######## block 1 ########
`config.mk`:
```
export PLATFORM = sky130hd
export DESIGN_NAME = doorbell_chime_seq
export DESIGN_NICKNAME = d
export VERILOG_FILES = /design/src/rtl/doorbell_chime_seq.sv
export SDC_FILE = /design/constraint.sdc
export NUM_CORES = 1
export LEC_CHECK = 0
export ABC_AREA = 1
export CORE_UTILIZATION = 46
export CTS_BUF_LIST = sky130_fd_sc_hd__clkbuf_4
export DETAILED_ROUTE_END_ITERATION = 10
export DONT_BUFFER_PORTS = 1
export PLACE_DENSITY_LB_ADDON = 0.1
export SYNTH_ARGS = -nofsm -noshare
export SYNTH_HDL_FRONTEND = slang
export SYNTH_SLANG_ARGS = --single-unit
export TNS_END_PERCENT = 50
```
`constraint.sdc`:
```
create_clock -name clk -period 2.8 [get_ports clk]
set_input_delay 0.56 -clock clk [delete_from_list [all_inputs] [get_ports clk]]
set_output_delay 0.56 -clock clk [all_outputs]
set_load 0.02 [all_outputs]
```
`src/rtl/doorbell_chime_seq.sv`:
```
// Doorbell chime sequencer: debounces the button and plays tone A then tone B.
// Optional macro CHIME_RETRIGGER_EN: a press during DONG restarts the chime at DING.
module doorbell_chime_seq #(
    parameter int DEBOUNCE = 4,
    parameter int DIV_A    = 3,
    parameter int DIV_B    = 5,
    parameter int DUR_A    = 20,
    parameter int DUR_B    = 30
) (
    input  logic clk,
    input  logic rst_n,
    input  logic button,
    output logic tone_a,
    output logic tone_b,
    output logic sel,
    output logic busy,
    output logic done
);
    localparam int DUR_MAX = (DUR_A > DUR_B) ? DUR_A : DUR_B;
    localparam int DIV_MAX = (DIV_A > DIV_B) ? DIV_A : DIV_B;
    localparam int DB_W    = $clog2(DEBOUNCE + 1);
    localparam int DUR_W   = $clog2(DUR_MAX + 1);
    localparam int DIV_W   = $clog2(DIV_MAX + 1);

    typedef enum logic [1:0] {IDLE, DING, DONG} state_t;

    state_t           state, state_next;
    logic             s1, s2, deb;
    logic [DB_W-1:0]  db_cnt;
    logic [DUR_W-1:0] dur_cnt;
    logic [DIV_W-1:0] div_cnt;
    logic             tone;
    logic             deb_flip, press, phase_end, tone_flip;

    // deb flips on the cycle the mismatch count would reach DEBOUNCE
    assign deb_flip = (s2 != deb) && (db_cnt == DB_W'(DEBOUNCE - 1));
    assign press    = deb_flip && s2;

    always_ff @(posedge clk or negedge rst_n) begin
        if (!rst_n) begin
            s1     <= 1'b0;
            s2     <= 1'b0;
            deb    <= 1'b0;
            db_cnt <= '0;
        end else begin
            s1 <= button;
            s2 <= s1;
            if (s2 == deb) begin
                db_cnt <= '0;
            end else if (deb_flip) begin
                deb    <= s2;
                db_cnt <= '0;
            end else begin
                db_cnt <= db_cnt + 1'b1;
            end
        end
    end

    always_comb begin
        phase_end  = 1'b0;
        tone_flip  = 1'b0;
        state_next = state;
        case (state)
            IDLE: begin
                if (press) state_next = DING;
            end
            DING: begin
                phase_end = (dur_cnt == DUR_W'(DUR_A - 1));
                tone_flip = (div_cnt == DIV_W'(DIV_A - 1));
                if (phase_end) state_next = DONG;
            end
            DONG: begin
                phase_end = (dur_cnt == DUR_W'(DUR_B - 1));
                tone_flip = (div_cnt == DIV_W'(DIV_B - 1));
                if (phase_end) state_next = IDLE;
`ifdef CHIME_RETRIGGER_EN
                if (press) state_next = DING;
`endif
            end
            default: state_next = IDLE;
        endcase
    end

    // Any state change (including a DONG->DING retrigger) reloads the phase counters
    always_ff @(posedge clk or negedge rst_n) begin
        if (!rst_n) begin
            state   <= IDLE;
            dur_cnt <= '0;
            div_cnt <= '0;
            tone    <= 1'b0;
            done    <= 1'b0;
        end else begin
            state <= state_next;
            done  <= (state == DONG) && (state_next == IDLE);
            if (state_next != state || state == IDLE) begin
                dur_cnt <= '0;
                div_cnt <= '0;
                tone    <= 1'b0;
            end else begin
                dur_cnt <= dur_cnt + 1'b1;
                if (tone_flip) begin
                    div_cnt <= '0;
                    tone    <= ~tone;
                end else begin
                    div_cnt <= div_cnt + 1'b1;
                end
            end
        end
    end

    assign tone_a = tone && (state == DING);
    assign tone_b = tone && (state == DONG);
    assign sel    = (state == DONG);
    assign busy   = (state != IDLE);
endmodule

```
######## block 2 ########
**config.mk**
```make
export PLATFORM = sky130hd
export DESIGN_NAME = gpio_in_debounce
export DESIGN_NICKNAME = d
export VERILOG_FILES = /design/src/rtl/gpio_in_debounce_pkg.sv /design/src/rtl/gpio_in_debounce_db_pin.sv /design/src/rtl/gpio_in_debounce.sv
export SDC_FILE = /design/constraint.sdc
export NUM_CORES = 1
export LEC_CHECK = 0
export ABC_CLOCK_PERIOD_IN_PS = 12600
export CAP_MARGIN = 20
export CORE_AREA = 2 2 179 181
export DETAILED_ROUTE_END_ITERATION = 6
export DIE_AREA = 0 0 181 183
export SLEW_MARGIN = 20
export SYNTH_ARGS = -nofsm -noshare
export SYNTH_HDL_FRONTEND = slang
export SYNTH_SLANG_ARGS = --single-unit
```
**constraint.sdc**
```tcl
create_clock -name HCLK -period 12.6 [get_ports HCLK]
set_clock_uncertainty 0.15 [all_clocks]
set_input_delay 1.26 -clock HCLK [delete_from_list [all_inputs] [get_ports HCLK]]
set_output_delay 1.26 -clock HCLK [all_outputs]
set_load 0.05 [all_outputs]
```
**src/rtl/gpio_in_debounce_pkg.sv**
```systemverilog
// Shared defaults and types for the GPIO input conditioning stage.
//   DEF_*        default parameter values for gpio_in_debounce / gpio_db_pin
//   presc_width  width of the prescaler down-counter for a given divide ratio
//   filt_act_t   per-pin filter decision taken on each clock edge
package gpio_in_debounce_pkg;

    localparam int DEF_PORT_WIDTH  = 8;
    localparam int DEF_SYNC_STAGES = 2;
    localparam int DEF_CNT_WIDTH   = 16;
    localparam int DEF_PRESCALE    = 1;

    // At least one bit even for PRESCALE=1, where the counter just sits at 0.
    function automatic int presc_width(input int p);
        return (p > 1) ? $clog2(p) : 1;
    endfunction

    typedef enum logic [2:0] {
        FA_HOLD,    // no tick, mismatch pending: counter holds
        FA_FOLLOW,  // filter disabled: track the synchroniser directly
        FA_CLEAR,   // input agrees with stable level: restart the count
        FA_ACCEPT,  // mismatch lasted long enough: take the new level
        FA_COUNT    // mismatch on a tick: count it
    } filt_act_t;

endpackage

```
**src/rtl/gpio_in_debounce_db_pin.sv**
```systemverilog
// One pin of the GPIO input conditioner: synchroniser chain, debounce counter,
// stable level register and registered rise/fall strobes.
//   clk, rst   clock and synchronous active-high reset
//   pin        raw asynchronous pad level
//   tick       sample enable from the shared prescaler
//   bypass     1 = stable level follows the synchroniser
//   db_limit   consecutive mismatching ticks needed to accept a new level
//   stable     debounced level (registered)
//   rise/fall  one-cycle strobes, registered on the edge stable changes
//   edge_nxt   combinational "stable changes on this edge", for the shared CHANGED flop
module gpio_db_pin
    import gpio_in_debounce_pkg::*;
#(
    parameter int SYNC_STAGES = DEF_SYNC_STAGES,
    parameter int CNT_WIDTH   = DEF_CNT_WIDTH
) (
    input  logic                 clk,
    input  logic                 rst,
    input  logic                 pin,
    input  logic                 tick,
    input  logic                 bypass,
    input  logic [CNT_WIDTH-1:0] db_limit,
    output logic                 stable,
    output logic                 rise,
    output logic                 fall,
    output logic                 edge_nxt
);

    logic [SYNC_STAGES-1:0] sync_q;
    logic                   sync;
    logic                   stable_q;
    logic                   stable_nxt;
    logic [CNT_WIDTH-1:0]   cnt_q;
    logic [CNT_WIDTH-1:0]   cnt_nxt;
    filt_act_t              act;

    assign sync   = sync_q[SYNC_STAGES-1];
    assign stable = stable_q;

    always_comb begin
        act = FA_HOLD;
        if (bypass || db_limit == '0)
            act = FA_FOLLOW;
        else if (sync == stable_q)
            act = FA_CLEAR;
        else if (!tick)
            act = FA_HOLD;
        // >= rather than == so a limit lowered below the running count
        // accepts on the next tick instead of counting up to a wrap.
        else if (cnt_q >= db_limit - CNT_WIDTH'(1))
            act = FA_ACCEPT;
        else
            act = FA_COUNT;
    end

    always_comb begin
        stable_nxt = stable_q;
        cnt_nxt    = cnt_q;
        case (act)
            FA_FOLLOW: begin stable_nxt = sync; cnt_nxt = '0; end
            FA_CLEAR:  cnt_nxt = '0;
            FA_ACCEPT: begin stable_nxt = sync; cnt_nxt = '0; end
            FA_COUNT:  cnt_nxt = cnt_q + CNT_WIDTH'(1);
            default:   ;
        endcase
    end

    assign edge_nxt = stable_nxt ^ stable_q;

    always_ff @(posedge clk) begin
        if (rst) begin
            sync_q   <= '0;
            stable_q <= 1'b0;
            cnt_q    <= '0;
            rise     <= 1'b0;
            fall     <= 1'b0;
        end else begin
            sync_q   <= {sync_q[SYNC_STAGES-2:0], pin};
            stable_q <= stable_nxt;
            cnt_q    <= cnt_nxt;
            rise     <= stable_nxt & ~stable_q;
            fall     <= ~stable_nxt & stable_q;
        end
    end

endmodule

```
**src/rtl/gpio_in_debounce.sv**
```systemverilog
// Input conditioning for one GPIO port: per-pin synchroniser, debounce filter
// and edge detector, feeding the GPIO block's PORTIN. All logic on HCLK.
//   HCLK      system clock
//   RESET     synchronous reset, active-high
//   PIN_IN    raw pad levels
//   DB_LIMIT  consecutive mismatching sample ticks needed to accept a level
//             (0 disables filtering for every pin)
//   BYPASS    per-pin filter bypass
//   PORTOUT   debounced levels
//   RISE      one-cycle pulse per pin on PORTOUT 0->1
//   FALL      one-cycle pulse per pin on PORTOUT 1->0
//   CHANGED   OR of RISE|FALL, registered in step with them
// SYNC_STAGES must be in 2..4; PRESCALE must be >= 1.
module gpio_in_debounce
    import gpio_in_debounce_pkg::*;
#(
    parameter int PortWidth   = DEF_PORT_WIDTH,
    parameter int SYNC_STAGES = DEF_SYNC_STAGES,
    parameter int CNT_WIDTH   = DEF_CNT_WIDTH,
    parameter int PRESCALE    = DEF_PRESCALE
) (
    input  logic                 HCLK,
    input  logic                 RESET,
    input  logic [PortWidth-1:0] PIN_IN,
    input  logic [CNT_WIDTH-1:0] DB_LIMIT,
    input  logic [PortWidth-1:0] BYPASS,
    output logic [PortWidth-1:0] PORTOUT,
    output logic [PortWidth-1:0] RISE,
    output logic [PortWidth-1:0] FALL,
    output logic                 CHANGED
);

    localparam int PW = presc_width(PRESCALE);

    logic [PW-1:0]        pre_q;
    logic                 tick;
    logic [PortWidth-1:0] edge_nxt;

    // Down-counter starts at 0 out of reset, so the first edge after reset
    // is a tick; afterwards one tick every PRESCALE cycles.
    assign tick = (pre_q == '0);

    always_ff @(posedge HCLK) begin
        if (RESET)
            pre_q <= '0;
        else if (tick)
            pre_q <= PW'(PRESCALE - 1);
        else
            pre_q <= pre_q - PW'(1);
    end

    for (genvar i = 0; i < PortWidth; i++) begin : g_pin
        gpio_db_pin #(
            .SYNC_STAGES (SYNC_STAGES),
            .CNT_WIDTH   (CNT_WIDTH)
        ) u_pin (
            .clk      (HCLK),
            .rst      (RESET),
            .pin      (PIN_IN[i]),
            .tick     (tick),
            .bypass   (BYPASS[i]),
            .db_limit (DB_LIMIT),
            .stable   (PORTOUT[i]),
            .rise     (RISE[i]),
            .fall     (FALL[i]),
            .edge_nxt (edge_nxt[i])
        );
    end

    // Built from the pins' next-edge flags so it lands on the same edge as RISE/FALL.
    always_ff @(posedge HCLK) begin
        if (RESET)
            CHANGED <= 1'b0;
        else
            CHANGED <= |edge_nxt;
    end

endmodule
```
######## block 3 ########
===== config.mk =====
export PLATFORM = sky130hd
export DESIGN_NAME = leglite_boot_ctrl
export DESIGN_NICKNAME = d
export VERILOG_FILES = /design/src/rtl/leglite_pkg.sv /design/src/rtl/leglite_halt_mon.sv /design/src/rtl/leglite_boot_ctrl.sv
export SDC_FILE = /design/constraint.sdc
export NUM_CORES = 1
export LEC_CHECK = 0
export CAP_MARGIN = 30
export CORE_MARGIN = 4
export CORE_UTILIZATION = 50
export CTS_CLUSTER_SIZE = 28
export DETAILED_ROUTE_END_ITERATION = 10
export PLACE_DENSITY_LB_ADDON = 0.2
export SYNTH_ARGS = -nofsm -noshare
export SYNTH_HDL_FRONTEND = slang
export SYNTH_SLANG_ARGS = --single-unit

===== constraint.sdc =====
create_clock -name clock -period 2.4 [get_ports clock]
set_input_delay 0.36 -clock clock [delete_from_list [all_inputs] [get_ports clock]]
set_output_delay 0.36 -clock clock [all_outputs]
set_load 0.02 [all_outputs]

===== src/rtl/leglite_pkg.sv =====
// rtl/leglite_pkg.sv - shared state encoding and image-format constants for the LEGLite boot controller
package leglite_pkg;

  // Image framing: two length bytes, then data words, then one checksum byte.
  localparam int HDR_LEN        = 2;
  localparam int CSUM_W         = 8;
  localparam int IMEM_DEPTH_DEF = 64;

  typedef logic [3:0] state_t;

  localparam state_t ST_IDLE    = 4'd0;
  localparam state_t ST_LEN_HI  = 4'd1;
  localparam state_t ST_LEN_LO  = 4'd2;
  localparam state_t ST_DATA_HI = 4'd3;
  localparam state_t ST_DATA_LO = 4'd4;
  localparam state_t ST_CHECK   = 4'd5;
  localparam state_t ST_RUN     = 4'd6;
  localparam state_t ST_DONE    = 4'd7;
  localparam state_t ST_ERROR   = 4'd8;

endpackage


===== src/rtl/leglite_halt_mon.sv =====
// rtl/leglite_halt_mon.sv - branch-to-self detector and saturating RUN-cycle counter
module leglite_halt_mon #(
  parameter logic [15:0] MAX_CYCLES = 16'hFFFF
) (
  input  logic        clock,
  input  logic        reset,
  input  logic        enable,
  input  logic        clear,
  input  logic [15:0] iaddr,
  output logic [15:0] cycle_count,
  output logic        halt,
  output logic        limit
);

  logic [15:0] prev_q;
  logic [15:0] cnt_q;
  logic        cmp_en_q;

  // The first RUN cycle has no previous PC to compare against.
  assign halt  = enable & cmp_en_q & (iaddr == prev_q);
  // Flags the cycle whose increment brings the count to the limit.
  assign limit = enable & (cnt_q >= (MAX_CYCLES - 16'd1));
  assign cycle_count = cnt_q;

  // Track previous PC and count RUN cycles, saturating at the limit.
  always_ff @(posedge clock) begin
    if (!reset || clear) begin
      prev_q   <= 16'd0;
      cnt_q    <= 16'd0;
      cmp_en_q <= 1'b0;
    end else if (enable) begin
      prev_q   <= iaddr;
      cmp_en_q <= 1'b1;
      if (cnt_q != MAX_CYCLES) cnt_q <= cnt_q + 16'd1;
    end
  end

endmodule


===== src/rtl/leglite_boot_ctrl.sv =====
// rtl/leglite_boot_ctrl.sv - streams a program image into IMEM, verifies it, runs the core until halt
module leglite_boot_ctrl
  import leglite_pkg::*;
#(
  parameter int          IMEM_DEPTH = IMEM_DEPTH_DEF,
  parameter logic [15:0] MAX_CYCLES = 16'hFFFF
) (
  input  logic        clock,
  input  logic        reset,
  input  logic        load_req,
  input  logic [7:0]  byte_in,
  input  logic        byte_valid,
  output logic        byte_ready,
  output logic [15:0] imem_waddr,
  output logic [15:0] imem_wdata,
  output logic        imem_we,
  output logic        cpu_reset,
  input  logic [15:0] iaddr,
  output logic        busy,
  output logic        done,
  output logic        error,
  output logic        timeout,
  output logic [15:0] cycle_count
);

  state_t              state_q, state_d;
  logic [15:0]         len_q;
  logic [15:0]         idx_q;
  logic [7:0]          hi_q;
  logic [CSUM_W-1:0]   sum_q;
  logic [15:0]         waddr_q, wdata_q;
  logic                we_q, cpu_reset_q, busy_q, done_q, error_q, timeout_q;
  logic                xfer, load_start, halt, limit, run;
  logic [15:0]         len_w;

  assign byte_ready = (state_q == ST_LEN_HI) || (state_q == ST_LEN_LO) ||
                      (state_q == ST_DATA_HI) || (state_q == ST_DATA_LO) ||
                      (state_q == ST_CHECK);
  assign xfer       = byte_valid & byte_ready;
  assign load_start = load_req & ((state_q == ST_IDLE) || (state_q == ST_DONE) ||
                                  (state_q == ST_ERROR));
  assign run        = (state_q == ST_RUN);
  assign len_w      = {len_q[15:8], byte_in};

  leglite_halt_mon #(.MAX_CYCLES(MAX_CYCLES)) u_halt_mon (
    .clock       (clock),
    .reset       (reset),
    .enable      (run),
    .clear       (load_start),
    .iaddr       (iaddr),
    .cycle_count (cycle_count),
    .halt        (halt),
    .limit       (limit)
  );

  // Next-state decode of the load/check/run sequence.
  always_comb begin
    state_d = state_q;
    case (state_q)
      ST_IDLE, ST_DONE, ST_ERROR: if (load_req) state_d = ST_LEN_HI;
      ST_LEN_HI:  if (xfer) state_d = ST_LEN_LO;
      ST_LEN_LO: begin
        if (xfer) begin
          if (len_w > 16'(IMEM_DEPTH)) state_d = ST_ERROR;
          else if (len_w == 16'd0)     state_d = ST_CHECK;
          else                         state_d = ST_DATA_HI;
        end
      end
      ST_DATA_HI: if (xfer) state_d = ST_DATA_LO;
      ST_DATA_LO: if (xfer) state_d = (idx_q == len_q - 16'd1) ? ST_CHECK : ST_DATA_HI;
      ST_CHECK:   if (xfer) state_d = (byte_in == sum_q) ? ST_RUN : ST_ERROR;
      ST_RUN:     if (halt || limit) state_d = ST_DONE;
      default:    state_d = ST_IDLE;
    endcase
  end

  // State, image datapath and registered status outputs.
  always_ff @(posedge clock) begin
    if (!reset) begin
      state_q     <= ST_IDLE;
      len_q       <= 16'd0;
      idx_q       <= 16'd0;
      hi_q        <= 8'd0;
      sum_q       <= '0;
      waddr_q     <= 16'd0;
      wdata_q     <= 16'd0;
      we_q        <= 1'b0;
      cpu_reset_q <= 1'b1;
      busy_q      <= 1'b0;
      done_q      <= 1'b0;
      error_q     <= 1'b0;
      timeout_q   <= 1'b0;
    end else begin
      state_q     <= state_d;
      busy_q      <= !((state_d == ST_IDLE) || (state_d == ST_DONE) || (state_d == ST_ERROR));
      cpu_reset_q <= (state_d != ST_RUN);
      we_q        <= 1'b0;
      if (load_start) begin
        done_q    <= 1'b0;
        error_q   <= 1'b0;
        timeout_q <= 1'b0;
        sum_q     <= '0;
        idx_q     <= 16'd0;
      end
      if (xfer) begin
        case (state_q)
          ST_LEN_HI: len_q[15:8] <= byte_in;
          ST_LEN_LO: len_q[7:0]  <= byte_in;
          ST_DATA_HI: begin
            hi_q  <= byte_in;
            sum_q <= sum_q + byte_in;
          end
          ST_DATA_LO: begin
            we_q    <= 1'b1;
            waddr_q <= idx_q;
            wdata_q <= {hi_q, byte_in};
            sum_q   <= sum_q + byte_in;
            idx_q   <= idx_q + 16'd1;
          end
          default: ;
        endcase
      end
      if ((state_d == ST_ERROR) && (state_q != ST_ERROR)) error_q <= 1'b1;
      if (run && (state_d == ST_DONE)) begin
        done_q    <= 1'b1;
        timeout_q <= ~halt;
      end
    end
  end

  assign imem_waddr = waddr_q;
  assign imem_wdata = wdata_q;
  assign imem_we    = we_q;
  assign cpu_reset  = cpu_reset_q;
  assign busy       = busy_q;
  assign done       = done_q;
  assign error      = error_q;
  assign timeout    = timeout_q;

endmodule

**Block 3: congestion heat map**

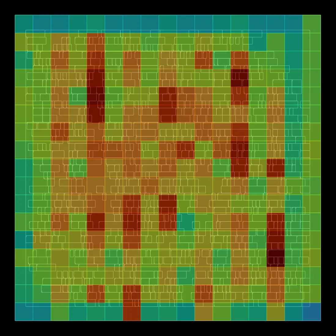
GRT met2 Usage: 39.7%
gr usage total: 24.0%
GR Layer Usage met3: 5.29%

==> impl_metrics.py, block 3 <==
# Physical implementation metrics
metrics = {
    "yosys": {
        "synth_compound_gate_area_share_pct": 14.9,
        "edf_count": 0,
        "ys_area_um2": 5970,
        "ys_ff": 123,
        "mux_area_share_pct": 2.51,
    },
    "critical_path": {
        "endpoint": "state_q[1]",
        "cp-end-kind": "flop",
        "rrSetupSlack_ns": 0.06,
        "critPathMaxFanout": 5,
    },
    "layout": {
        "final_util_pct": 69.6,
    },
    "power_and_ir_drop": {
        "comb-power_mw": 0.407,
        "p_seq_mw": 2.07,
        "comb_power_share_pct": 8.1,
        "ir_drop_mv": 0.459,
    },
    "routing": {
        "routed.top_layer": "met4",
        "drt-initial-drc-count": 473,
    },
    "cts": {
        "clk_latency_ns": 0.42,
        "cts_tree": "done",
        "cts_setup_buffers": 1,
    },
    "worst_hold_path": {
        "hp-class": "flop to flop",
    },
    "sta": {
        "holdWs_ns": 0.450,
        "maxSlewHeadroom_pct": 64.5,
        "finalSetupTns_ns": 0,
    },
    "run_status": {
        "status": "completed",
    },
    "placed_design": {
        "post_dp_cell_area_um2": 7370,
    },
}
## block 3: worst min-delay path by stage
| stage | end | slack (ns) | cells past startpoint |
|---|---|---|---|
| floorplan | imem_wdata[10] | 0.43 | 2 |
| global placement | imem_wdata[9] | 0.44 | 2 |
| detailed placement | imem_waddr[5] | 0.45 | 2 |
| CTS | imem_waddr[5] | 0.45 | 2 |
| global route | imem_wdata[13] | 0.47 | 2 |
| finish | imem_waddr[5] | 0.45 | 2 |
## block 3: stage by stage
| step | total power [mW] | std cells |
|---|---|---|
| floorplan | 2.31 | 733 |
| global placement | 2.50 | 987 |
| detailed placement | 2.51 | 987 |
| CTS | 5.06 | 1020 |
| global route | 5.22 | 1021 |
| finish | 5.03 | 1021 |
## block 3: worst reg2reg max path: cells and delay by family (launching register included)
family	cells	cell delay, ns
simple gates	3	1.06
flops	1	0.36
compound gates	2	0.67
xor+xnor	1	0.13
## block 3: flip-flops by register name, summed over array words and instances (netlist names)
signal,count
state_q,4
idx_q,16
hi_q,8
imem_wdata,16
imem_waddr,16
done,1
u_halt_mon.cmp_en_q,1
cpu_reset,1
u_halt_mon.cycle_count,16
error,1
sum_q,8
u_halt_mon.prev_q,16
timeout,1
imem_we,1
len_q,16
busy,1
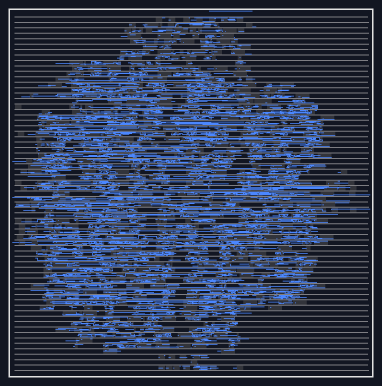
**Above:** block 2 (M1 wires).
Scale: 2 px per um. Supply wires on this layer in gray. Cells faint in the background.
The layer holds 47% of the routed length. The wires run mostly horizontal. 1451 nets have wire on it. The longest straight run is 69.0 um.
Routed Wire Length: 30.4 mm
routed via count: 9637
met1 Use GR: 24.2%

**Block 2: metal 2**

Scale: 2 px per um.
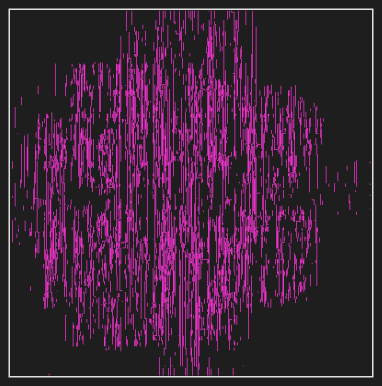
The longest straight run is 69.7 um. The layer carries 14100 um of wire. The wires run mostly vertical.

==> impl_metrics.py, block 2 <==
# Physical implementation metrics
metrics = {
    "power_and_ir_drop": {
        "power_clock_mw": 0.569,
        "p_switching_mw": 0.323,
        "power_per_cell_area_nw_per_um2": 97.4,
    },
    "yosys": {
        "edf_count": 0,
        "ys_cells": 1337,
    },
    "sta": {
        "setup_viol": 0,
    },
    "die": {
        "ios": 59,
    },
    "critical_path": {
        "rrSetupSlack_ns": 8.88,
        "critPathMaxStageDelay_ns": 0.74,
    },
    "grt": {
        "grtUsageTotal_pct": 18.3,
        "grt_pass1_wl_mm": 47.9,
    },
    "cts": {
        "root_buffer": "clkbuf_16",
    },
    "worst_hold_path": {
        "hold_depth": 1,
    },
    "run_status": {
        "status": "completed",
    },
    "layout": {
        "signal_buffers": 77,
        "stdcell_count": 1784,
    },
    "job": {
        "maxCapViolCount": 0,
    },
}
block 2: sequential cells by signal (all words and copies together) (netlist names):
signal,count
CHANGED,1
g_pin.u_pin.cnt_q,128
g_pin.u_pin.fall,8
g_pin.u_pin.rise,8
g_pin.u_pin.stable,8
g_pin.u_pin.sync_q,16
pre_q,1
block 2: layer usage:
metal	wire length [um]	share of wire, %
met5	0	0
met4	807	2.7
met3	1190	3.9
met2	14100	46
met1	14300	47
block 2: logic make-up after synthesis:
family | share of synthesized area, %
other | 0.0338
buffers and inverters | 5.17
AND-OR/OR-AND | 16.2
multiplexers | 1.52
XOR/XNOR | 5.05
adder cells (fa/ha/maj) | 15.7
AND/OR/NAND/NOR | 25.6
flip-flops | 30.6
block 2: critical path: cells and delay by family:
kind	cells	cell delay, ns
muxes	1	0.32
buffers and inverters	2	0.84
and+or+nand+nor	9	2.18
AOI/OAI and AO/OA	3	1.07
xor gates and xnor gates	1	0.46
adders and majority gates	3	0.98
**Block 1: M3 wires**

Scale: 12 px per um. Cells faint in the background.
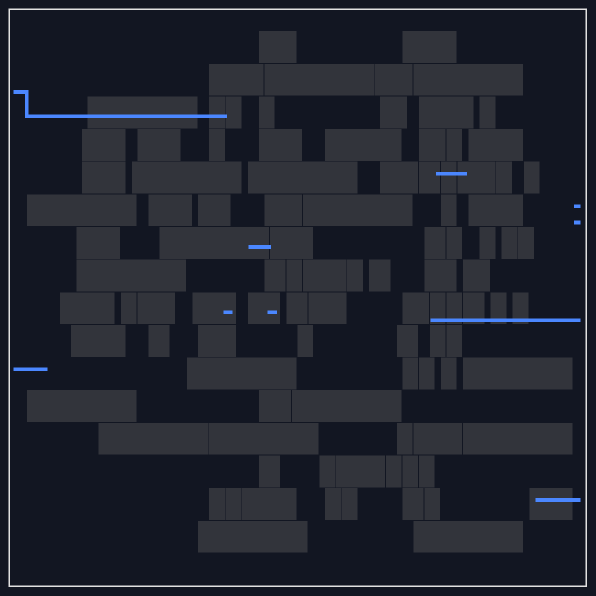
The longest straight run is 16.6 um. The layer holds 2.8% of the routed length. 8 nets have wire on it.
Routed Wire Length: 1.51 mm
routed via count: 636
GR Layer Usage met3: 3.40%

==> impl_metrics.py, block 1 <==
# Physical implementation metrics
metrics = {
    "layout": {
        "clock_buffers": 3,
        "n_antenna_cell": 0,
        "fin_nets": 115,
        "seq_share_pct": 43.4,
        "drive_gt1_share_pct": 20.6,
        "comb.multi_input.count": 66,
        "signal_buffers": 1,
    },
    "cts": {
        "clk_latency_ns": 0.28,
        "cts_setup_buffers": 0,
    },
    "worst_hold_path": {
        "min_to": "s1",
        "worstHoldStart": "button",
    },
    "critical_path": {
        "critPathLaunchType": "flop",
        "critPathRequiredTime_ns": 2.24,
        "critPathMaxFanout": 6,
        "arrival_ns": 1.54,
        "endpoint": "tone_b",
    },
    "yosys": {
        "ys.flop_type": "dfrtp_1",
        "yosysTopAreaCell": "dfrtp_1",
        "simple_gate_area_share_pct": 29.2,
        "seq_area_frac_synth_pct": 46.3,
        "yosysWarnings": 0,
        "syn_avg_cell_area_um2": 9.92,
    },
    "power_and_ir_drop": {
        "power_per_cell_area_nw_per_um2": 646,
        "leakage_nw": 0.494,
    },
    "routing": {
        "postRouteAntennaNets": 0,
        "drc": 0,
    },
    "sta": {
        "timing.final.crit_share_pct": 75.0,
        "finalSetupTns_ns": 0,
        "fmax_mhz": 476,
        "holdWs_ns": 0.295,
        "rsz0062_at_grt": "no",
    },
    "run_status": {
        "status": "completed",
    },
    "placed_design": {
        "place_ws_ns": 0.946,
    },
    "die": {
        "floorplan.core_util_pct": 49.1,
        "fp.coreArea_um2": 1980,
    },
}
-- block 1: routing by layer --
layer  global-route usage [%]  vias up  routed length, um
met5                        0        -                  0
met4                     6.67        0                 21
met3                     3.40        4                 42
met2                     25.1       11                669
met1                     22.1      299                777
li1                         -      322                  -
-- block 1: cell usage in the layout, fill, tap and decap left out --
| cell type | netlist | final |
|---|---|---|
| dfrtp_1 | 18 | 18 |
| nand2_1 | 17 | 17 |
| inv_1 | 10 | 10 |
| nor3_2 | 9 | 9 |
| ha_1 | 8 | 8 |
| nand3_1 | 6 | 6 |
| nor2_1 | 6 | 6 |
| xor2_1 | 5 | 5 |
| inv_2 | 3 | 3 |
| clkbuf_4 | 0 | 3 |
| nor2_4 | 2 | 2 |
| nand2_2 | 2 | 2 |
| nand4_1 | 2 | 2 |
| xnor2_1 | 2 | 2 |
| a21oi_2 | 1 | 1 |
| o21ai_1 | 1 | 1 |
| clkinv_1 | 1 | 1 |
| nand3b_1 | 1 | 1 |
| a21oi_1 | 1 | 1 |
| nand3_4 | 1 | 1 |
| nor3_1 | 1 | 1 |
| o21ai_0 | 1 | 1 |
| dlygate4sd3_1 | 0 | 1 |

######## block 4 ########
**Block 4: the metal 4 layer**

Scale: 4 px per um. Supply wires on this layer in gray. Cells faint in the background.
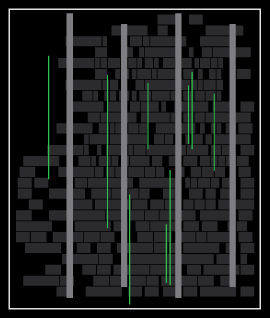

$ cat src/rtl/uart_cmd_ctrl.sv
// uart_cmd_ctrl: command-frame controller between UART RX, the register file and UART TX.
// Decodes write frames (OPC_WR, addr, data) and read frames (OPC_RD, addr). It issues
// single-cycle register-file strobes and returns read data to TX over valid/ready.
// Malformed, overrun and timed-out frames are flagged on frame_err.
// Ports:
//   clk, reset_n         clock and asynchronous active-low reset
//   rx_data, rx_valid    received byte and its one-cycle valid pulse
//   rf_addr              registered register-file address
//   rf_wr_en, rf_wr_data one-cycle write strobe and registered write data
//   rf_rd_en             one-cycle read strobe
//   rf_rd_data/valid     read data returned by the register file
//   tx_data, tx_valid    byte offered to TX, held until tx_ready
//   tx_ready             TX accepts when tx_valid & tx_ready
//   busy                 high whenever a frame is in progress
//   frame_err            one-cycle pulse per abort or dropped byte
module uart_cmd_ctrl #(
    parameter int unsigned DATA_WIDTH     = 8,
    parameter int unsigned ADDR_WIDTH     = 4,
    parameter int unsigned TIMEOUT_CYCLES = 4096,
    parameter logic [DATA_WIDTH-1:0] OPC_WR = 8'hAA,
    parameter logic [DATA_WIDTH-1:0] OPC_RD = 8'hBB
) (
    input  logic                  clk,
    input  logic                  reset_n,
    input  logic [DATA_WIDTH-1:0] rx_data,
    input  logic                  rx_valid,
    output logic [ADDR_WIDTH-1:0] rf_addr,
    output logic                  rf_wr_en,
    output logic [DATA_WIDTH-1:0] rf_wr_data,
    output logic                  rf_rd_en,
    input  logic [DATA_WIDTH-1:0] rf_rd_data,
    input  logic                  rf_rd_valid,
    output logic [DATA_WIDTH-1:0] tx_data,
    output logic                  tx_valid,
    input  logic                  tx_ready,
    output logic                  busy,
    output logic                  frame_err
);

    localparam int unsigned CntWidth = $clog2(TIMEOUT_CYCLES) + 1;
    // cnt_q counts cycles elapsed since the last clear event, so the clear cycle itself is
    // cycle 0. Deciding at TIMEOUT_CYCLES-2 makes frame_err appear on cycle TIMEOUT_CYCLES-1.
    localparam logic [CntWidth-1:0] CntLimit = CntWidth'(TIMEOUT_CYCLES - 2);

    typedef enum logic [2:0] {
        StIdle, StWrAddr, StWrData, StRdAddr, StRdWait, StTxSend
    } state_e;

    state_e                state_q, state_d;
    logic [CntWidth-1:0]   cnt_q, cnt_d;
    logic [ADDR_WIDTH-1:0] rf_addr_q, rf_addr_d;
    logic [DATA_WIDTH-1:0] rf_wr_data_q, rf_wr_data_d;
    logic [DATA_WIDTH-1:0] tx_data_q, tx_data_d;
    logic                  rf_wr_en_q, rf_wr_en_d;
    logic                  rf_rd_en_q, rf_rd_en_d;
    logic                  tx_valid_q, tx_valid_d;
    logic                  frame_err_q, frame_err_d;
    logic                  timed_out;
    logic                  addr_bad;

    assign timed_out = (cnt_q >= CntLimit);
    assign addr_bad  = (rx_data[DATA_WIDTH-1:ADDR_WIDTH] != '0);

    always_comb begin
        state_d      = state_q;
        cnt_d        = cnt_q;
        rf_addr_d    = rf_addr_q;
        rf_wr_data_d = rf_wr_data_q;
        tx_data_d    = tx_data_q;
        tx_valid_d   = tx_valid_q;
        rf_wr_en_d   = 1'b0;
        rf_rd_en_d   = 1'b0;
        frame_err_d  = 1'b0;

        unique case (state_q)
            StIdle: begin
                if (rx_valid) begin
                    if (rx_data == OPC_WR)      state_d = StWrAddr;
                    else if (rx_data == OPC_RD) state_d = StRdAddr;
                    else                        frame_err_d = 1'b1;
                end
            end
            StWrAddr, StRdAddr: begin
                // An arriving byte takes priority over a simultaneous timeout.
                if (rx_valid) begin
                    if (addr_bad) begin
                        frame_err_d = 1'b1;
                        state_d     = StIdle;
                    end else begin
                        rf_addr_d = rx_data[ADDR_WIDTH-1:0];
                        if (state_q == StWrAddr) begin
                            state_d = StWrData;
                        end else begin
                            state_d    = StRdWait;
                            rf_rd_en_d = 1'b1;
                        end
                    end
                end else if (timed_out) begin
                    frame_err_d = 1'b1;
                    state_d     = StIdle;
                end
            end
            StWrData: begin
                if (rx_valid) begin
                    rf_wr_data_d = rx_data;
                    rf_wr_en_d   = 1'b1;
                    state_d      = StIdle;
                end else if (timed_out) begin
                    frame_err_d = 1'b1;
                    state_d     = StIdle;
                end
            end
            StRdWait: begin
                // Any byte here is an overrun and is dropped.
                if (rx_valid) frame_err_d = 1'b1;
                if (rf_rd_valid) begin
                    tx_data_d  = rf_rd_data;
                    tx_valid_d = 1'b1;
                    state_d    = StTxSend;
                end else if (timed_out && !rx_valid) begin
                    frame_err_d = 1'b1;
                    state_d     = StIdle;
                end
            end
            StTxSend: begin
                if (rx_valid) frame_err_d = 1'b1;
                if (tx_ready) begin
                    tx_valid_d = 1'b0;
                    state_d    = StIdle;
                end
            end
            default: state_d = StIdle;
        endcase

        // Every accepted byte in a waiting state changes state, so a state change covers
        // both clear conditions.
        if (state_d != state_q) begin
            cnt_d = '0;
        end else if (state_q inside {StWrAddr, StWrData, StRdAddr, StRdWait}) begin
            cnt_d = cnt_q + CntWidth'(1);
        end
    end

    always_ff @(posedge clk or negedge reset_n) begin
        if (!reset_n) begin
            state_q      <= StIdle;
            cnt_q        <= '0;
            rf_addr_q    <= '0;
            rf_wr_data_q <= '0;
            tx_data_q    <= '0;
            tx_valid_q   <= 1'b0;
            rf_wr_en_q   <= 1'b0;
            rf_rd_en_q   <= 1'b0;
            frame_err_q  <= 1'b0;
        end else begin
            state_q      <= state_d;
            // Entering a waiting state starts at elapsed cycle 1.
            cnt_q        <= (state_d != state_q) ? CntWidth'(1) : cnt_d;
            rf_addr_q    <= rf_addr_d;
            rf_wr_data_q <= rf_wr_data_d;
            tx_data_q    <= tx_data_d;
            tx_valid_q   <= tx_valid_d;
            rf_wr_en_q   <= rf_wr_en_d;
            rf_rd_en_q   <= rf_rd_en_d;
            frame_err_q  <= frame_err_d;
        end
    end

    assign rf_addr    = rf_addr_q;
    assign rf_wr_en   = rf_wr_en_q;
    assign rf_wr_data = rf_wr_data_q;
    assign rf_rd_en   = rf_rd_en_q;
    assign tx_data    = tx_data_q;
    assign tx_valid   = tx_valid_q;
    assign frame_err  = frame_err_q;
    assign busy       = (state_q != StIdle);

endmodule

$ cat config.mk
export PLATFORM = sky130hd
export DESIGN_NAME = uart_cmd_ctrl
export DESIGN_NICKNAME = d
export VERILOG_FILES = /design/src/rtl/uart_cmd_ctrl.sv
export SDC_FILE = /design/constraint.sdc
export NUM_CORES = 1
export LEC_CHECK = 0
export ABC_AREA = 0
export CAP_MARGIN = 20
export CORE_ASPECT_RATIO = 1.2
export CORE_UTILIZATION = 44
export DETAILED_ROUTE_END_ITERATION = 16
export PLACE_DENSITY = 0.86
export SLEW_MARGIN = 5
export SYNTH_ARGS = -nofsm -noshare
export SYNTH_HDL_FRONTEND = slang
export SYNTH_SLANG_ARGS = --single-unit
$ cat constraint.sdc
create_clock -name clk -period 1.9 [get_ports clk]
set_clock_uncertainty 0.05 [all_clocks]
set_input_delay 0.38 -clock clk [delete_from_list [all_inputs] [get_ports clk]]
set_output_delay 0.38 -clock clk [all_outputs]
set_load 0.03 [all_outputs]
######## block 5 ########
File: config.mk
export PLATFORM = sky130hd
export DESIGN_NAME = instruction_queue
export DESIGN_NICKNAME = d
export VERILOG_FILES = /design/src/rtl/rv32i_types.sv /design/src/rtl/inst_q_mem.sv /design/src/rtl/instruction_queue.sv
export SDC_FILE = /design/constraint.sdc
export NUM_CORES = 2
export LEC_CHECK = 0
export CAP_MARGIN = 20
export CORE_MARGIN = 4
export CORE_UTILIZATION = 45
export CTS_CLUSTER_DIAMETER = 150
export DETAILED_ROUTE_END_ITERATION = 8
export GPL_TIMING_DRIVEN = 0
export PLACE_DENSITY_LB_ADDON = 0.05
export SLEW_MARGIN = 25
export SYNTH_ARGS = -nofsm -noshare
export SYNTH_HDL_FRONTEND = slang
export SYNTH_HIERARCHICAL = 1
export SYNTH_SLANG_ARGS = --single-unit
File: constraint.sdc
create_clock -name clk -period 22.8 [get_ports clk]
set_input_delay 4.56 -clock clk [delete_from_list [all_inputs] [get_ports clk]]
set_output_delay 4.56 -clock clk [all_outputs]
set_load 0.03 [all_outputs]
File: src/rtl/rv32i_types.sv
// Shared RV32I decode types used by the front end and the instruction queue.
// INST_Q_DEPTH is the default bundle depth of instruction_queue.
package rv32i_types;

    localparam int INST_Q_DEPTH = 8;

    // One decoded instruction as handed from decode to rename/dispatch
    typedef struct packed {
        logic        valid;
        logic [31:0] pc_curr;
        logic [31:0] pc_next;
        logic [31:0] inst;
        logic [4:0]  rs1_addr;
        logic [4:0]  rs2_addr;
        logic [4:0]  rd_addr;
    } instruction_info_reg_t;

endpackage

File: src/rtl/inst_q_mem.sv
// Bundle storage for instruction_queue: DEPTH x SS records, one write port and
// one synchronous read port whose output register can be cleared.
module inst_q_mem
    import rv32i_types::*;
#(
    parameter int SS    = 2,
    parameter int DEPTH = INST_Q_DEPTH
) (
    input  logic                                clk,
    input  logic                                we,
    input  logic [$clog2(DEPTH)-1:0]            waddr,
    input  instruction_info_reg_t [SS-1:0]      wdata,
    input  logic                                re,
    input  logic [$clog2(DEPTH)-1:0]            raddr,
    input  logic                                clr,
    output instruction_info_reg_t [SS-1:0]      rdata
);

    typedef instruction_info_reg_t [SS-1:0] bundle_t;

    bundle_t mem [DEPTH];

    // Array write; contents are intentionally not reset
    always_ff @(posedge clk) begin
        if (we) begin
            mem[waddr] <= wdata;
        end
    end

    // Registered head read; clear wins so reset/flush leave every valid bit low
    always_ff @(posedge clk) begin
        if (clr) begin
            rdata <= '0;
        end else if (re) begin
            rdata <= mem[raddr];
        end
    end

endmodule

File: src/rtl/instruction_queue.sv
// Bundle-wide circular FIFO between decode and rename_dispatch.
// Optional feature macro: INST_Q_FLUSH_EN adds a flush input that empties the
// queue and clears the registered output bundle.
module instruction_queue
    import rv32i_types::*;
#(
    parameter int SS    = 2,
    parameter int DEPTH = INST_Q_DEPTH
) (
    input  logic                                clk,
    input  logic                                rst,
    input  logic                                push,
    input  instruction_info_reg_t [SS-1:0]      in_bundle,
    output logic                                full,
    input  logic                                pop,
    output logic                                empty,
    output instruction_info_reg_t [SS-1:0]      out_bundle,
`ifdef INST_Q_FLUSH_EN
    output logic [$clog2(DEPTH):0]              count,
    input  logic                                flush
`else
    output logic [$clog2(DEPTH):0]              count
`endif
);

    localparam int AW = $clog2(DEPTH);

    // MSB of each pointer is the wrap bit; the rest index the storage
    logic [AW:0] head;
    logic [AW:0] tail;
    logic        flush_i;
    logic        clr;
    logic        push_acc;
    logic        pop_acc;

`ifdef INST_Q_FLUSH_EN
    assign flush_i = flush;
`else
    assign flush_i = 1'b0;
`endif

    // Flags come only from pointer registers, so pop never reaches full combinationally
    assign empty = (head == tail);
    assign full  = (head[AW-1:0] == tail[AW-1:0]) && (head[AW] != tail[AW]);
    assign count = tail - head;

    // Reset and flush dominate any same-cycle push or pop
    assign clr      = rst || flush_i;
    assign push_acc = push && !full  && !clr;
    assign pop_acc  = pop  && !empty && !clr;

    // Pointer update; natural binary overflow gives the index roll and wrap toggle
    always_ff @(posedge clk) begin
        if (clr) begin
            head <= '0;
            tail <= '0;
        end else begin
            if (push_acc) begin
                tail <= tail + 1'b1;
            end
            if (pop_acc) begin
                head <= head + 1'b1;
            end
        end
    end

    // With count==1 the read hits the old head slot; the write goes to a different slot
    inst_q_mem #(
        .SS    (SS),
        .DEPTH (DEPTH)
    ) u_mem (
        .clk   (clk),
        .we    (push_acc),
        .waddr (tail[AW-1:0]),
        .wdata (in_bundle),
        .re    (pop_acc),
        .raddr (head[AW-1:0]),
        .clr   (clr),
        .rdata (out_bundle)
    );

endmodule


==> gallery <==
M1 wires.
panel A
Scale: 1 px per um. Supply wires on this layer in gray. Cells faint in the background.
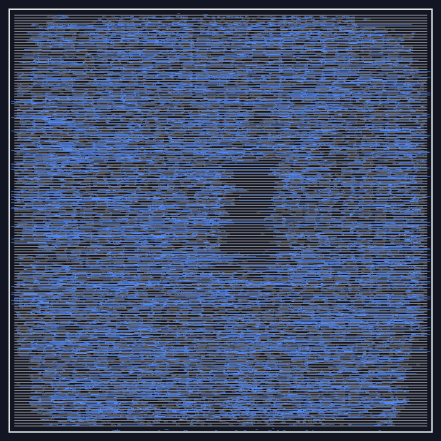
panel B
Scale: 6 px per um. Supply wires on this layer in gray. Cells faint in the background.
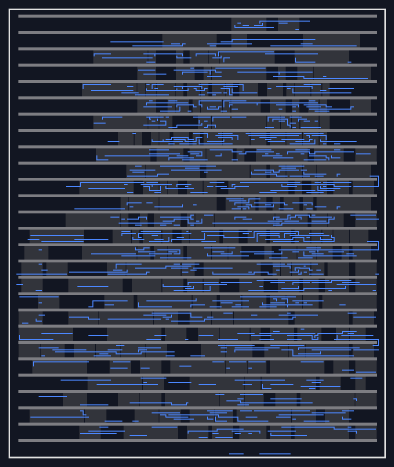
Of these, largest die: panel A
| from | picture |
|---|---|
| block 5 | panel A |
| block 4 | panel B |

Key to panel A:
The layer holds 41% of the routed length. The layer carries 86.2 mm of wire. The longest straight run is 118 um. The wires run mostly horizontal. 5001 nets have wire on it.

**Block 4: congestion heat map**

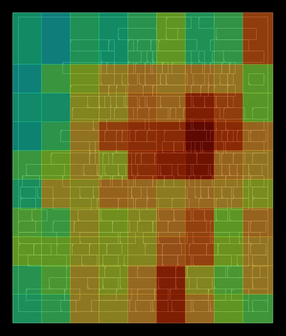
gr usage total: 22.6%
Finished Core Util: 68.3%
GR Layer Usage met3: 4.60%
met1 Use GR: 23.7%
wire length per cell after detailed routing: 16.5 um

Notes on 'the metal 4 layer' of block 4 above:
9 nets have wire on it. The wires run mostly vertical. The layer carries 207 um of wire.
routed via count: 1689
Routed Wire Length: 5.09 mm

==> impl_metrics.py, block 4 <==
# Physical implementation metrics
metrics = {
    "critical_path": {
        "arrival_ns": 2.17,
        "rrSetupSlack_ns": -0.09,
        "critPathRequiredTime_ns": 2.05,
        "r2r_cells": 6,
        "regToRegEndpoint": "cnt_q[1]",
    },
    "job": {
        "maxCapViolCount": 0,
    },
    "layout": {
        "buf_share_pct": 24.9,
        "syn2layout_area_growth_pct": 50.0,
        "seq_share_pct": 34.8,
        "fin_area_um2": 2890,
        "comb.multi_input.count": 121,
        "flop-count": 40,
    },
    "yosys": {
        "syn_avg_cell_area_um2": 11.1,
        "ys_cells": 173,
        "synth_nets": 196,
        "ys.flop_type": "dfrtp_1",
        "synth_area_um2": 1930,
    },
    "routing": {
        "drc": 0,
        "dr_wl_met2_mm": 2.73,
    },
    "power_and_ir_drop": {
        "ir_drop_mv": 0.904,
        "leakage_nw": 1.23,
        "power_clock_mw": 0.599,
    },
    "sta": {
        "setup_viol": 13,
        "worst_slack_ns": -0.120,
        "period_minus_slack_ns": 2.02,
        "holdWs_ns": 0.457,
    },
    "placed_design": {
        "gp_congestion": 0.941,
    },
    "grt": {
        "grt_use_met2_pct": 41.4,
        "grt_start_max_net_pins": 24,
        "top_usage_layer": "met2",
        "grt_pass1_wl_mm": 7.97,
    },
    "run_status": {
        "status": "finished with violations",
        "violations": "setup timing",
    },
    "cts": {
        "cts_tree": "done",
        "root_buffer": "clkbuf_8",
    },
}
-- block 4: metrics by stage --
step / worst slack [ns] / power [mW] / cells / setup TNS (ns) / util, %
2_1_floorplan: 0.0270 / 2.31 / 173 / 0 / -
3_3_place_gp: -0.384 / 3.13 / 298 / -8.07 / 63.0
3_5_place_dp: -0.442 / 3.19 / 298 / -8.40 / 63.0
4_1_cts: 0.00486 / 3.88 / 309 / 0 / 67.2
5_1_grt: -0.157 / 4.12 / 309 / -1.48 / 68.3
6_report: -0.120 / 3.93 / 309 / -0.808 / 68.3
-- block 4: kinds of logic (layout without fill, tap and decap cells) --
logic type      Yosys count  in the layout  synth area share (%)
mux                      20             20                  11.7
simple gates             64             64                  18.5
buf+inv                  12             92                  2.79
flops                    40             40                  52.0
xor+xnor                 12             12                  5.46
compound gates           23             23                  8.32
fa+ha+maj                 2              2                  1.30
-- block 4: state kept, by name, summed over array words and instances (netlist names) --
signal and count:
tx_data 8, rf_wr_data 8, frame_err 1, cnt_q 13, rf_rd_en 1, state_q 3, tx_valid 1, rf_addr 4
rf_wr_en 1
**Block 5: the metal 4 layer**

Scale: 1 px per um. Supply wires on this layer in gray. Cells faint in the background.
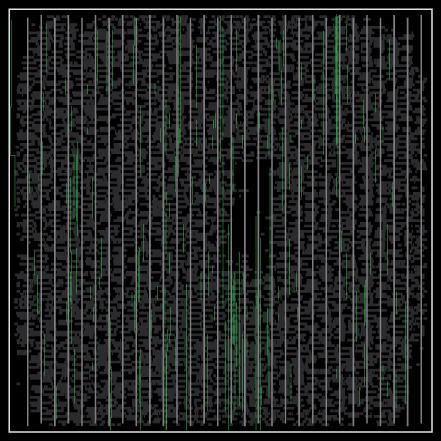
The wires run mostly vertical. The layer holds 3.6% of the routed length.
Routed Wire Length: 209 mm
routed via count: 41.4k

==> impl_metrics.py, block 5 <==
# Physical implementation metrics
metrics = {
    "run_status": {
        "status": "completed",
    },
    "cts": {
        "clk_path_buf_depth": 3,
        "cts_resized": 0,
    },
    "yosys": {
        "synth_area_um2": 76900,
        "yosysWarnings": 6,
        "area_leaders": "edfxtp_1 70%, mux2_2 6.6%, dfxtp_1 6.0%, mux2i_1 5.9%, a211oi_2 2.1%",
    },
    "grt": {
        "grt_overflow": 0,
        "top_usage_layer": "met2",
    },
    "critical_path": {
        "cp_top_family": "buffers and inverters",
        "critPathLaunchType": "flop",
    },
    "routing": {
        "drt-initial-drc-count": 3095,
        "wl_met3_mm": 9.79,
    },
    "sta": {
        "fmax_mhz": 131,
        "worst_slew_pin_slew_ns": 1.03,
    },
    "layout": {
        "final_util_pct": 55.3,
    },
}
==> block 5: layout make-up <==
cell class | count | area, um^2
Fill cell | 13500 | 75800
Sequential cell | 2024 | 58500
Multi-Input combinational cell | 1851 | 16800
Timing Repair Buffer | 628 | 7490
Clock buffer | 288 | 5740
Tap cell | 2218 | 2780
Buffer | 274 | 1700
Clock inverter | 112 | 806
Antenna cell | 23 | 57.6
Inverter | 7 | 26.3
==> block 5: cells by family after synthesis <==
logic type | share of synthesized area (%)
buf+inv | 2.23
mux | 12.4
flops | 76.0
compound gates | 7.82
fa+ha+maj | 0.107
xor+xnor | 0.114
simple gates | 1.29
==> block 5: where the power goes <==
| part | total (mW) | internal (mW) | switching (mW) |
|---|---|---|---|
| Clock | 3.25 | 1.86 | 1.39 |
| Sequential | 4.19 | 4.14 | 0.0477 |
| Combinational | 1.58 | 0.670 | 0.914 |
| Total | 9.02 | 6.67 | 2.36 |
==> block 5: path summary, 6_finish.rpt <==
check	startpoint	to	slack, ns	cells after the start
max	head[1]	count[3]	15.19	6
min	u_mem/rdata[24]	u_mem/rdata[24]	0.48	2
max reg2reg	head[1]	u_mem/mem[4][104]	18.38	16
min reg2reg	u_mem/rdata[24]	u_mem/rdata[24]	0.48	2


==> layout pictures side by side <==
Metal 2.
Plate I
Scale: 4 px per um.
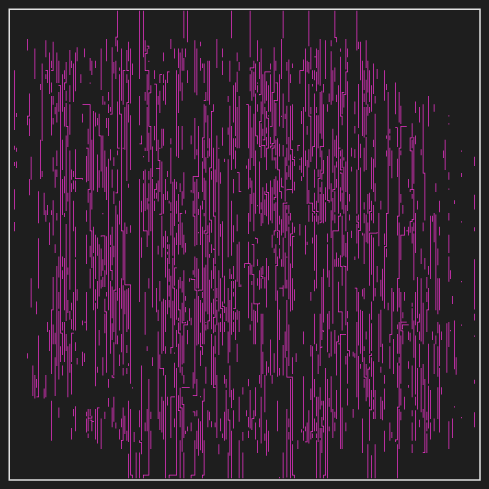
Plate II
Scale: 6 px per um.
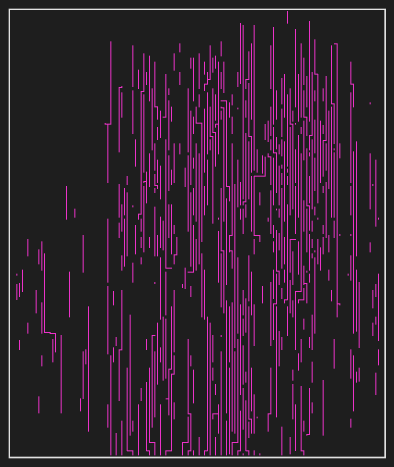
Plate III
Scale: 10 px per um.
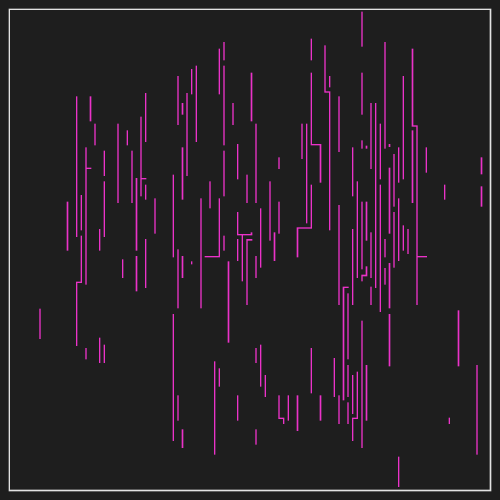
Plate IV
Scale: 1 px per um.
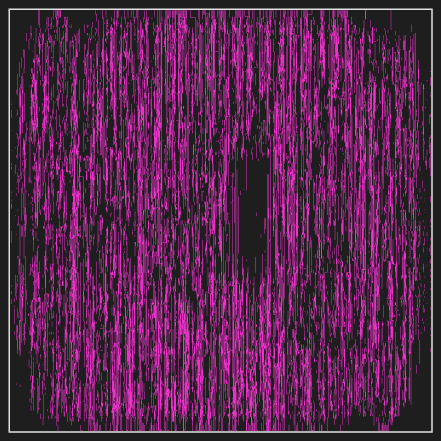
The one with the smallest die is Plate III.
Plate III comes from block 1.
Plate I comes from block 3.
Plate IV comes from block 5.
Plate II comes from block 4.

Key to Plate II:
The wires run mostly vertical. The longest straight run is 45.6 um.

Power figures rest on the tool's default switching activity, not on a simulated workload.
